# ---- block 1 ----
===== config.mk =====
export PLATFORM = sky130hd
export DESIGN_NAME = fetch_ifid
export DESIGN_NICKNAME = d
export VERILOG_FILES = /design/src/rtl/fetch_ifid.sv
export SDC_FILE = /design/constraint.sdc
export NUM_CORES = 1
export LEC_CHECK = 0
export CAP_MARGIN = 40
export CORE_ASPECT_RATIO = 0.6
export CORE_MARGIN = 3
export CORE_UTILIZATION = 45
export DETAILED_ROUTE_END_ITERATION = 8
export PLACE_DENSITY_LB_ADDON = 0.15
export SLEW_MARGIN = 20
export SYNTH_ARGS = -nofsm -noshare
export SYNTH_HDL_FRONTEND = slang
export SYNTH_SLANG_ARGS = --single-unit

===== constraint.sdc =====
create_clock -name clk -period 3.6 [get_ports clk]
set_clock_uncertainty 0.2 [all_clocks]
set_input_delay 0.72 -clock clk [delete_from_list [all_inputs] [get_ports clk]]
set_output_delay 0.72 -clock clk [all_outputs]
set_load 0.02 [all_outputs]

===== src/rtl/fetch_ifid.sv =====
// fetch_ifid: instruction-fetch stage and IF/ID pipeline register.
// Holds the PC, addresses the combinational instruction ROM, and latches
// the fetched word with its PC+4 for decode. Arbitrates every next-PC
// source (redirect, eret, interrupt vector, stall hold, sequential fetch)
// and implements the syscall halt/resume state machine.
//
// Optional feature macro: FETCH_IRQ_EN
//   defined   -> interrupt acceptance, in-service flag, epc_out and the
//                int_trigger_out/int_num_out pulse are built in.
//   undefined -> int_req/int_num are ignored and the interrupt outputs
//                are tied to zero; eret still returns to epc_in.

module fetch_ifid #(
    parameter logic [31:0] RESET_PC = 32'h0000_0000,
    parameter logic [31:0] IRQ_BASE = 32'h0000_0800
) (
    input  logic        clk,
    input  logic        rst,
    input  logic        stall,
    input  logic        redirect,
    input  logic [31:0] redirect_pc,
    input  logic        eret,
    input  logic [31:0] epc_in,
    input  logic        int_req,
    input  logic [1:0]  int_num,
    input  logic        halt,
    input  logic        resume,
    output logic [31:0] imem_addr,
    input  logic [31:0] imem_rdata,
    output logic [31:0] instr_out,
    output logic [31:0] PC_plus_out,
    output logic        nop_out,
    output logic        int_trigger_out,
    output logic [1:0]  int_num_out,
    output logic [31:0] epc_out
);

    typedef enum logic {
        RUN  = 1'b0,
        HALT = 1'b1
    } state_t;

    state_t      state;
    logic [31:0] pc;
    logic [31:0] pc_plus4;
    logic [31:0] next_pc;
    logic [31:0] irq_vector;
    logic        running;
    logic        irq_accept;
    logic        halt_take;
    logic        load_bubble;
    logic        hold_ifid;

    assign running   = (state == RUN);
    assign pc_plus4  = pc + 32'd4;
    assign imem_addr = pc;

    // A halt from EX is ignored when EX is also redirecting: the redirect
    // belongs to an older instruction and squashes the syscall path.
    assign halt_take = running && halt && !redirect;

`ifdef FETCH_IRQ_EN
    logic in_service;

    assign irq_vector = IRQ_BASE + {28'd0, int_num, 2'b00};
    assign irq_accept = int_req && !in_service && running && !redirect && !eret;

    // In-service flag: set on interrupt entry, cleared by a selected eret.
    always_ff @(posedge clk) begin
        if (!rst) begin
            in_service <= 1'b0;
        end else if (running && !redirect && eret) begin
            in_service <= 1'b0;
        end else if (irq_accept) begin
            in_service <= 1'b1;
        end
    end

    // Interrupt entry outputs: one-cycle trigger pulse with its source and
    // the PC of the instruction that was not fetched, kept for CP0.
    always_ff @(posedge clk) begin
        if (!rst) begin
            int_trigger_out <= 1'b0;
            int_num_out     <= 2'b00;
            epc_out         <= 32'd0;
        end else begin
            int_trigger_out <= irq_accept;
            int_num_out     <= irq_accept ? int_num : 2'b00;
            if (irq_accept) begin
                epc_out <= pc;
            end
        end
    end
`else
    logic unused_irq_inputs;

    assign unused_irq_inputs = ^{int_req, int_num};
    assign irq_vector        = IRQ_BASE;
    assign irq_accept        = 1'b0;
    assign int_trigger_out   = 1'b0;
    assign int_num_out       = 2'b00;
    assign epc_out           = 32'd0;
`endif

    // Next-PC selection; the PC stays frozen whenever the machine is halted.
    always_comb begin
        next_pc = pc;
        if (running) begin
            if (redirect) begin
                next_pc = redirect_pc;
            end else if (eret) begin
                next_pc = epc_in;
            end else if (irq_accept) begin
                next_pc = irq_vector;
            end else if (halt_take || stall) begin
                next_pc = pc;
            end else begin
                next_pc = pc_plus4;
            end
        end
    end

    // Bubble whenever the word at the current PC must not reach decode:
    // control transfers, interrupt entry, the halt-entry cycle and HALT.
    // The halt-entry PC is re-fetched after resume, so it is squashed here.
    assign load_bubble = !running || redirect || eret || irq_accept || halt_take;
    assign hold_ifid   = stall && !load_bubble;

    // RUN/HALT control state machine.
    always_ff @(posedge clk) begin
        if (!rst) begin
            state <= RUN;
        end else begin
            case (state)
                RUN: begin
                    if (halt_take) begin
                        state <= HALT;
                    end
                end
                HALT: begin
                    if (resume) begin
                        state <= RUN;
                    end
                end
                default: state <= RUN;
            endcase
        end
    end

    // Program counter register.
    always_ff @(posedge clk) begin
        if (!rst) begin
            pc <= RESET_PC;
        end else begin
            pc <= next_pc;
        end
    end

    // IF/ID pipeline register: bubble, hold on load-use stall, or capture.
    always_ff @(posedge clk) begin
        if (!rst) begin
            instr_out   <= 32'd0;
            PC_plus_out <= 32'd0;
            nop_out     <= 1'b1;
        end else if (load_bubble) begin
            instr_out   <= 32'd0;
            PC_plus_out <= 32'd0;
            nop_out     <= 1'b1;
        end else if (!hold_ifid) begin
            instr_out   <= imem_rdata;
            PC_plus_out <= pc_plus4;
            nop_out     <= 1'b0;
        end
    end

endmodule


# ---- block 2 ----
File: config.mk
export PLATFORM = sky130hd
export DESIGN_NAME = bcd_seg_scan
export DESIGN_NICKNAME = d
export VERILOG_FILES = /design/src/rtl/bcd_disp_pkg.sv /design/src/rtl/bcd_scan_timer.sv /design/src/rtl/bcd_seg_scan.sv
export SDC_FILE = /design/constraint.sdc
export NUM_CORES = 1
export LEC_CHECK = 0
export CAP_MARGIN = 20
export CORE_MARGIN = 3
export CORE_UTILIZATION = 35
export DETAILED_ROUTE_END_ITERATION = 16
export PLACE_DENSITY = 0.53
export SLEW_MARGIN = 20
export SYNTH_ARGS = -nofsm -noshare
export SYNTH_HDL_FRONTEND = slang
export SYNTH_SLANG_ARGS = --single-unit
File: constraint.sdc
create_clock -name clk_i -period 4.6 [get_ports clk_i]
set_clock_uncertainty 0.2 [all_clocks]
set_input_delay 0.69 -clock clk_i [delete_from_list [all_inputs] [get_ports clk_i]]
set_output_delay 0.69 -clock clk_i [all_outputs]
set_load 0.05 [all_outputs]
File: src/rtl/bcd_disp_pkg.sv
// Shared types, segment constants and BCD-to-7-segment decode for the scanned display.
// Segment patterns are active-low, bit0 = a through bit6 = g.
package bcd_disp_pkg;

    typedef logic [3:0] bcd_t;
    typedef logic [6:0] seg_t;

    localparam seg_t SEG_BLANK = 7'h7F;
    localparam seg_t SEG_DASH  = 7'b0111111;

    // Codes 10-15 render as a dash so a corrupt value is visible, not silently wrong.
    function automatic seg_t bcd_to_seg(input bcd_t d);
        seg_t s;
        case (d)
            4'd0:    s = 7'b1000000;
            4'd1:    s = 7'b1111001;
            4'd2:    s = 7'b0100100;
            4'd3:    s = 7'b0110000;
            4'd4:    s = 7'b0011001;
            4'd5:    s = 7'b0010010;
            4'd6:    s = 7'b0000010;
            4'd7:    s = 7'b1111000;
            4'd8:    s = 7'b0000000;
            4'd9:    s = 7'b0010000;
            default: s = SEG_DASH;
        endcase
        return s;
    endfunction

endpackage

File: src/rtl/bcd_scan_timer.sv
// Refresh prescaler and digit scan index; flags the frame boundary (last tick of last digit).
// frame pulses for one cycle as the index returns to 0; free-running, no backpressure.
module bcd_scan_timer #(
    parameter int DIGITS   = 5,
    parameter int TICK_DIV = 50000,
    parameter int CW       = (TICK_DIV > 1) ? $clog2(TICK_DIV) : 1,
    parameter int IW       = (DIGITS > 1) ? $clog2(DIGITS) : 1
) (
    input  logic          clk,
    input  logic          reset,
    output logic [CW-1:0] count,
    output logic [IW-1:0] index,
    output logic          boundary,
    output logic          frame
);

    localparam logic [CW-1:0] CNT_MAX = CW'(TICK_DIV - 1);
    localparam logic [IW-1:0] IDX_MAX = IW'(DIGITS - 1);

    logic tick;

    assign tick     = (count == CNT_MAX);
    assign boundary = tick && (index == IDX_MAX);

    always_ff @(posedge clk) begin
        if (reset) begin
            count <= '0;
            index <= '0;
            frame <= 1'b0;
        end else begin
            frame <= boundary;
            if (tick) begin
                count <= '0;
                index <= (index == IDX_MAX) ? '0 : index + 1'b1;
            end else begin
                count <= count + 1'b1;
            end
        end
    end

endmodule

File: src/rtl/bcd_seg_scan.sv
// Captures BCD digits on valid_i and scans them onto a common-anode 7-segment display,
// swapping content only at frame boundaries; an_o/seg_o lag count/index by 1 cycle; never backpressures.
module bcd_seg_scan
    import bcd_disp_pkg::*;
#(
    parameter int DIGITS    = 5,
    parameter int TICK_DIV  = 50000,
    parameter int BLANK_CYC = 2
) (
    input  logic              clk_i,
    input  logic              reset_i,
    input  logic              valid_i,
    input  bcd_t              bcd_digits_i [DIGITS],
    input  logic              blank_lz_i,
    output logic [DIGITS-1:0] an_o,
    output seg_t              seg_o,
    output logic              frame_o
);

    localparam int CW = (TICK_DIV > 1) ? $clog2(TICK_DIV) : 1;
    localparam int IW = (DIGITS > 1) ? $clog2(DIGITS) : 1;

    logic [CW-1:0]     count;
    logic [IW-1:0]     index;
    logic              boundary;

    bcd_t              pending [DIGITS];
    bcd_t              display [DIGITS];
    logic              pending_flag;
    logic              shown_once;

    logic              past_blank;
    logic              zero_run;
    logic [DIGITS-1:0] blanked;
    logic [DIGITS-1:0] an_next;
    seg_t              seg_next;

    bcd_scan_timer #(
        .DIGITS   (DIGITS),
        .TICK_DIV (TICK_DIV),
        .CW       (CW),
        .IW       (IW)
    ) u_timer (
        .clk      (clk_i),
        .reset    (reset_i),
        .count    (count),
        .index    (index),
        .boundary (boundary),
        .frame    (frame_o)
    );

    // A valid coinciding with the boundary lands in pending after the old pending is applied.
    always_ff @(posedge clk_i) begin
        if (reset_i) begin
            for (int i = 0; i < DIGITS; i++) begin
                pending[i] <= '0;
                display[i] <= '0;
            end
            pending_flag <= 1'b0;
            shown_once   <= 1'b0;
        end else begin
            if (boundary && pending_flag) begin
                display      <= pending;
                pending_flag <= 1'b0;
                shown_once   <= 1'b1;
            end
            if (valid_i) begin
                pending      <= bcd_digits_i;
                pending_flag <= 1'b1;
            end
        end
    end

    generate
        if (BLANK_CYC == 0) begin : g_no_gap
            assign past_blank = 1'b1;
        end else begin : g_gap
            assign past_blank = (count >= CW'(BLANK_CYC));
        end
    endgenerate

    always_comb begin
        zero_run = 1'b1;
        blanked  = '0;
        for (int i = DIGITS - 1; i > 0; i--) begin
            zero_run   = zero_run && (display[i] == 4'd0);
            blanked[i] = blank_lz_i && zero_run;
        end

        an_next  = '1;
        seg_next = SEG_BLANK;
        for (int i = 0; i < DIGITS; i++) begin
            if ((index == IW'(i)) && shown_once && past_blank && !blanked[i]) begin
                an_next[i] = 1'b0;
                seg_next   = bcd_to_seg(display[i]);
            end
        end
    end

    always_ff @(posedge clk_i) begin
        if (reset_i) begin
            an_o  <= '1;
            seg_o <= SEG_BLANK;
        end else begin
            an_o  <= an_next;
            seg_o <= seg_next;
        end
    end

endmodule

# ---- block 3 ----
**src/rtl/carregador_programa.sv**
```systemverilog
// Program loader: takes a byte stream (header word count, little-endian data
// words, XOR checksum) and emits one instruction-memory write per assembled word.
module carregador_programa #(
    parameter logic [7:0] BASE = 8'd0
) (
    input  logic        clk,
    input  logic        rst_n,
    input  logic        inicio,
    input  logic [7:0]  byte_in,
    input  logic        byte_valido,
    output logic        byte_pronto,
    output logic        mem_we,
    output logic [7:0]  mem_endereco,
    output logic [31:0] mem_dado,
    output logic        ocupado,
    output logic        concluido,
    output logic        erro
);

    localparam logic [2:0] OCIOSO    = 3'd0;
    localparam logic [2:0] CABECALHO = 3'd1;
    localparam logic [2:0] DADOS     = 3'd2;
    localparam logic [2:0] ESCRITA   = 3'd3;
    localparam logic [2:0] CHECKSUM  = 3'd4;
    localparam logic [2:0] FIM       = 3'd5;

    logic [2:0]  estado_reg;
    logic [8:0]  total_reg;     // word count, 1..256
    logic [8:0]  indice_reg;
    logic [1:0]  cont_reg;
    logic [23:0] palavra_reg;   // lower three bytes of the word being assembled
    logic [7:0]  soma_reg;
    logic        erro_reg;
    logic [7:0]  endereco_reg;
    logic [31:0] dado_reg;
    logic        aceita;

    assign byte_pronto  = (estado_reg == CABECALHO) || (estado_reg == DADOS) ||
                          (estado_reg == CHECKSUM);
    assign aceita       = byte_valido && byte_pronto;
    assign mem_we       = (estado_reg == ESCRITA);
    assign ocupado      = (estado_reg != OCIOSO);
    assign concluido    = (estado_reg == FIM);
    assign erro         = erro_reg;
    assign mem_endereco = endereco_reg;
    assign mem_dado     = dado_reg;

    always_ff @(posedge clk or negedge rst_n) begin
        if (!rst_n) begin
            estado_reg   <= OCIOSO;
            total_reg    <= 9'd0;
            indice_reg   <= 9'd0;
            cont_reg     <= 2'd0;
            palavra_reg  <= 24'd0;
            soma_reg     <= 8'd0;
            erro_reg     <= 1'b0;
            endereco_reg <= 8'd0;
            dado_reg     <= 32'd0;
        end else begin
            case (estado_reg)
                OCIOSO: begin
                    if (inicio) begin
                        estado_reg <= CABECALHO;
                        erro_reg   <= 1'b0;
                        indice_reg <= 9'd0;
                        cont_reg   <= 2'd0;
                        soma_reg   <= 8'd0;
                    end
                end
                CABECALHO: begin
                    if (aceita) begin
                        total_reg  <= (byte_in == 8'd0) ? 9'd256 : {1'b0, byte_in};
                        soma_reg   <= soma_reg ^ byte_in;
                        estado_reg <= DADOS;
                    end
                end
                DADOS: begin
                    if (aceita) begin
                        soma_reg <= soma_reg ^ byte_in;
                        cont_reg <= cont_reg + 2'd1;
                        // Output registers are loaded here so they are valid for the ESCRITA cycle
                        if (cont_reg == 2'd3) begin
                            endereco_reg <= BASE + indice_reg[7:0];
                            dado_reg     <= {byte_in, palavra_reg};
                            estado_reg   <= ESCRITA;
                        end else begin
                            palavra_reg[8*cont_reg +: 8] <= byte_in;
                        end
                    end
                end
                ESCRITA: begin
                    indice_reg <= indice_reg + 9'd1;
                    estado_reg <= (indice_reg + 9'd1 == total_reg) ? CHECKSUM : DADOS;
                end
                CHECKSUM: begin
                    if (aceita) begin
                        erro_reg   <= (byte_in != soma_reg);
                        estado_reg <= FIM;
                    end
                end
                FIM: begin
                    estado_reg <= OCIOSO;
                end
                default: begin
                    estado_reg <= OCIOSO;
                end
            endcase
        end
    end

endmodule

```
**config.mk**
```make
export PLATFORM = sky130hd
export DESIGN_NAME = carregador_programa
export DESIGN_NICKNAME = d
export VERILOG_FILES = /design/src/rtl/carregador_programa.sv
export SDC_FILE = /design/constraint.sdc
export NUM_CORES = 1
export LEC_CHECK = 0
export CORE_ASPECT_RATIO = 0.75
export CORE_UTILIZATION = 50
export CTS_CLUSTER_SIZE = 30
export DETAILED_ROUTE_END_ITERATION = 7
export GPL_ROUTABILITY_DRIVEN = 0
export PLACE_DENSITY = 0.8
export SLEW_MARGIN = 20
export SYNTH_ARGS = -nofsm -noshare
export SYNTH_HDL_FRONTEND = slang
export SYNTH_SLANG_ARGS = --single-unit
```
**constraint.sdc**
```tcl
create_clock -name clk -period 2.9 [get_ports clk]
set_clock_uncertainty 0.1 [all_clocks]
set_input_delay 0.29 -clock clk [delete_from_list [all_inputs] [get_ports clk]]
set_output_delay 0.29 -clock clk [all_outputs]
set_load 0.02 [all_outputs]
```
### Routed clock nets over the placement, block 3

Bar = 20 um.
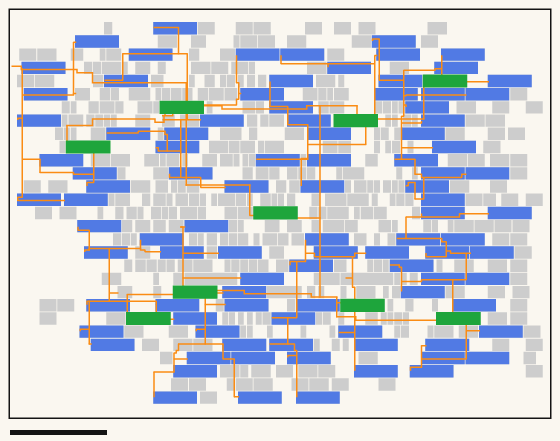
- flip-flops: blue (count 96)
- clock wires: orange (length 1100 um)
- clock drivers: green (count 9)
- routed clock nets: 10
- flops lie: widely spread
clock latency reported for the late side of the worst-skew pair: 0.35 ns
Clock Power: 1260 uW
Clock Power Share: 0.234

==> COMMIT_EDITMSG, block 3 <==
Record implementation results from latest flow run

- Data arrival time of the worst path: 2.24 ns
* Total number of vias: 3372
* Clock tree from TritonCTS: built
* Tap cell count: 108
- Maximum buffer depth of the clock tree: 2
- Most crowded layer after global routing: met2
- The flow ran to the end, but the final reports show violations.
* Violated checks: DRC
- After synthesis, the mean cell area works out to 10.6 um2.
- The finished design was reported to have a net count of 496.
* Portion of the post-synthesis area used by sequential elements: 0.536
- Max capacitance violation total: 0
* Final cell count without fillers: 590
- After synthesis, the cell types taking the most area are sky130_fd_sc_hd__dfrtp_1, sky130_fd_sc_hd__mux2_2, sky130_fd_sc_hd__nand2_1.
* DRC errors left: 18
* Total cell area at the placement stage: 5150 um2
- The final report gives the core utilization as 0.640.
* Comb. cell area: 1910 um2
* Share of Yosys cell area claimed by the top area cell type: 0.536
==> block 3: cell families (layout without fill, tap and decap cells) <==
group | Yosys count | count (layout) | share of synthesized area
and+or+nand+nor | 136 | 136 | 0.143
muxes | 49 | 49 | 0.123
buffers and inverters | 35 | 93 | 0.0374
adders and majority gates | 6 | 6 | 0.0167
AOI/OAI and AO/OA | 84 | 84 | 0.109
DFF | 96 | 96 | 0.536
xor gates and xnor gates | 18 | 18 | 0.0352
==> block 3: report_power, final <==
group / internal (uW) / switching (uW)
combinational: 956 / 1030
clock: 756 / 508
sequential: 1790 / 364
total: 3500 / 1900
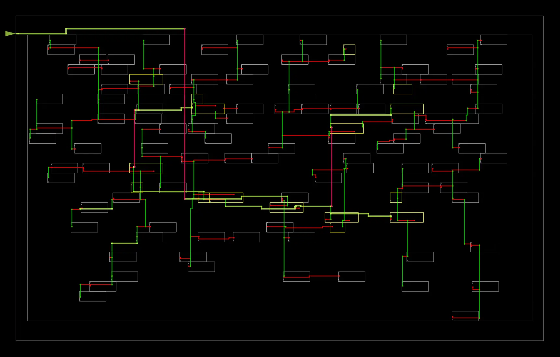
*The clock network, block 1*
Flops: 98
clock latency reported for the late side of the worst-skew pair: 0.34 ns
clock sinks: 98
Inserted Clock Buffers: 9

### Floorplan with the power grid, block 1

Pins as bars on the die edge.
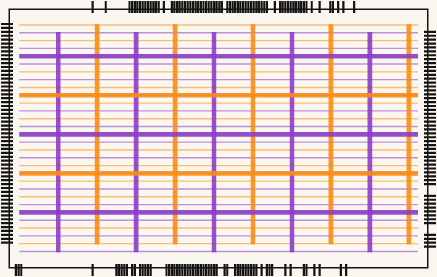
- VDD: orange
- VSS: purple
- met4 straps: 10
- met5 straps: 5
- rows: 29
die outline height: 89.5 um
die width: 145 um
Peak VDD IR: 0.254 mV
core region area: 11000 um2

==> COMMIT_EDITMSG, block 1 <==
Record implementation results from latest flow run

- Global-route wire length before repair: 26.6 mm
- DRC errors left: 0
* Xor+xnor area frac: 0.0452
- After layout, the worst setup slack is 0.758 ns.
- The share of total power dissipated in combinational logic is 0.197.
- Gpl congestion: 0.874
* Setup crit start: eret
- Result of the run: finished, final reports clean
* Final net count: 911
* DP HPWL: 12.9 mm
- Clock Power Share: 0.358
- Number of global-route vias before repair: 5128
- The report puts the hold buffer count at CTS at 0.
- Worst-case hold path end point: nop_out$_SDFFE_PP1N_
- In this run the full chip footprint comes out at 13000 um2.
- In this run the cell area of the synthesized design comes to 5240 um2.
- In this run, power in flip-flops and latches comes to 1190 uW.
- Per the final layout report, the fraction of cells sized above drive strength 1 comes to 0.0569.
* Dominant kind of combinational cell: simple AND/OR/NAND/NOR gates
- Fmax: 352 MHz
- Power per standard cell area: 357 nW/um2
- Setup Crit Path Kind: in -> reg
- Number of filler instances in the final layout: 920
- Commonest Layout Cell: sky130_fd_sc_hd__clkdlybuf4s50_1
==> block 1: cell type report <==
class / count / area [um2] / share of cell area
clock inverters: 6 / 55.1 / 0.00737
clock buffers: 10 / 239 / 0.0320
flip-flops and latches: 98 / 1960 / 0.263
inverters: 26 / 97.6 / 0.0131
multi-input cells: 455 / 2810 / 0.376
repair buffers: 214 / 2110 / 0.283
well taps: 155 / 194 / 0.0260
==> block 1: routing by layer <==
| layer | wire [um] | vias up |
|---|---|---|
| li1 | - | 2517 |
| met1 | 7320 | 2495 |
| met2 | 7810 | 267 |
| met3 | 1730 | 33 |
| met4 | 313 | 0 |
| met5 | 0 | - |
### Routed clock nets over the placement, block 2

Bar = 50 um.
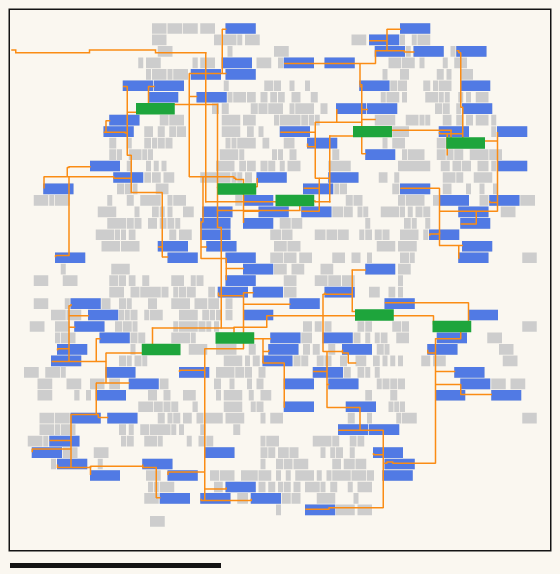
- flip-flops: blue (count 109)
- clock drivers: green (count 9)
- clock wires: orange (length 1360 um)
- flops lie: widely spread

==> COMMIT_EDITMSG, block 2 <==
Record implementation results from latest flow run

* Result of the run: finished, final reports clean
* Mux cell area share after synthesis: 0.0645
* Dominant kind of combinational cell: simple AND/OR/NAND/NOR gates
- The path class of the tightest hold or removal check is reg -> reg.
- Setup TNS: 0 ns
- Total number of vias: 4104
- Post-synthesis async set-or-reset flop share: 0
- Average wire per standard cell: 14.3 um
* Most repeated cell in the gate-level netlist after synthesis: sky130_fd_sc_hd__dfxtp_1
* Starting DRT DRC Count: 214
- Slowest cell delay on critical path: 0.90 ns
- In this run, synthesis inferred 0 flip-flops with an integrated enable.
* GRT Residual Overflow: 0
- Unrepaired setup endpoints after global routing: no
- The switching portion of total power comes to 0.221.
- Cell type with the largest total area: sky130_fd_sc_hd__dfxtp_1
- Wire segments on met2 add up to 5.09 mm in the final route.
- Clock-pin slew on the worst setup and hold paths: 0.07 ns
- Layout Cell Area excl Fill: 6000 um2
- Quantity of hold-fixing buffers added after cts: 0
* Basic Gates by Area: 0.213
- The initial antenna violation count was 0.
block 2: layout make-up:
type | count | area (um2) | area share
Clock buffer | 12 | 256 | 0.0428
Clock inverter | 4 | 30.0 | 0.00501
Timing Repair Buffer | 40 | 398 | 0.0663
Inverter | 33 | 129 | 0.0215
Sequential cell | 109 | 2180 | 0.364
Tap cell | 184 | 230 | 0.0384
Multi-Input combinational cell | 435 | 2770 | 0.462
block 2: power by group through the flow:
stage,Sequential [uW],Clock (uW),Combinational (uW)
finish,969,743,77.3
global route,971,809,85.8
CTS,969,776,78.8
detailed placement,991,0,78.5
global placement,991,0,77.4
floorplan,986,0,48.1


==> gallery <==
Cell classes on the final placement.
image #1
Bar = 50 um.
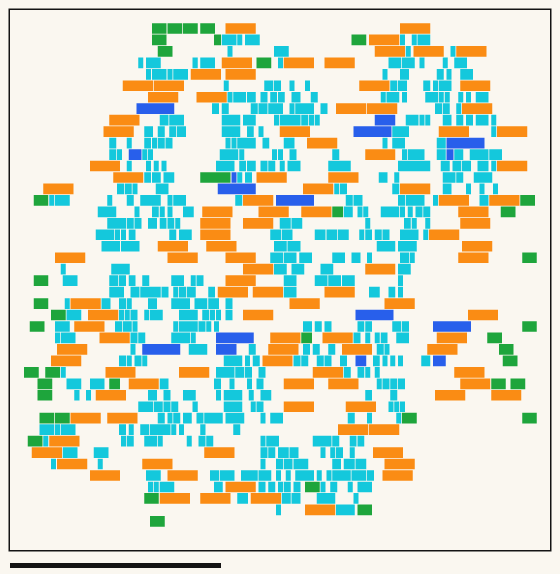
image #2
Bar = 20 um.
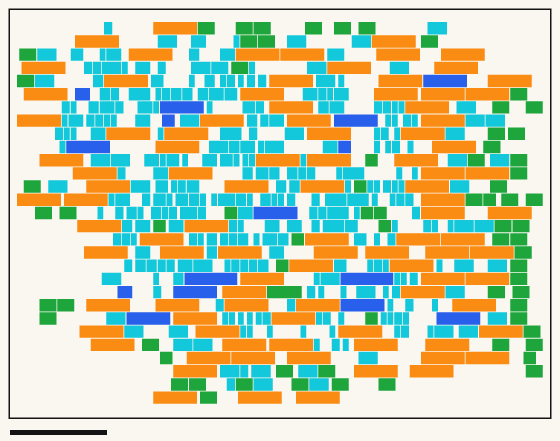
image #3
Bar = 50 um.
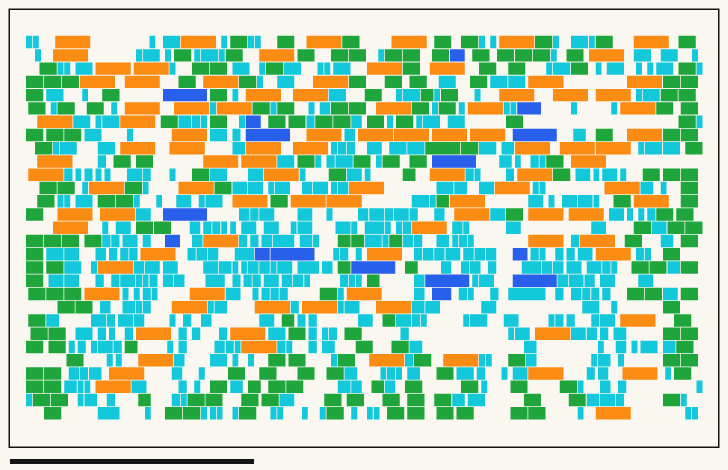
- image #1 = block 2
- image #2 = block 3
- image #3 = block 1
The one with the smallest die is image #2.
The one with the largest die is image #1.

No activity file was given, so power comes from the tool's default toggle rates.
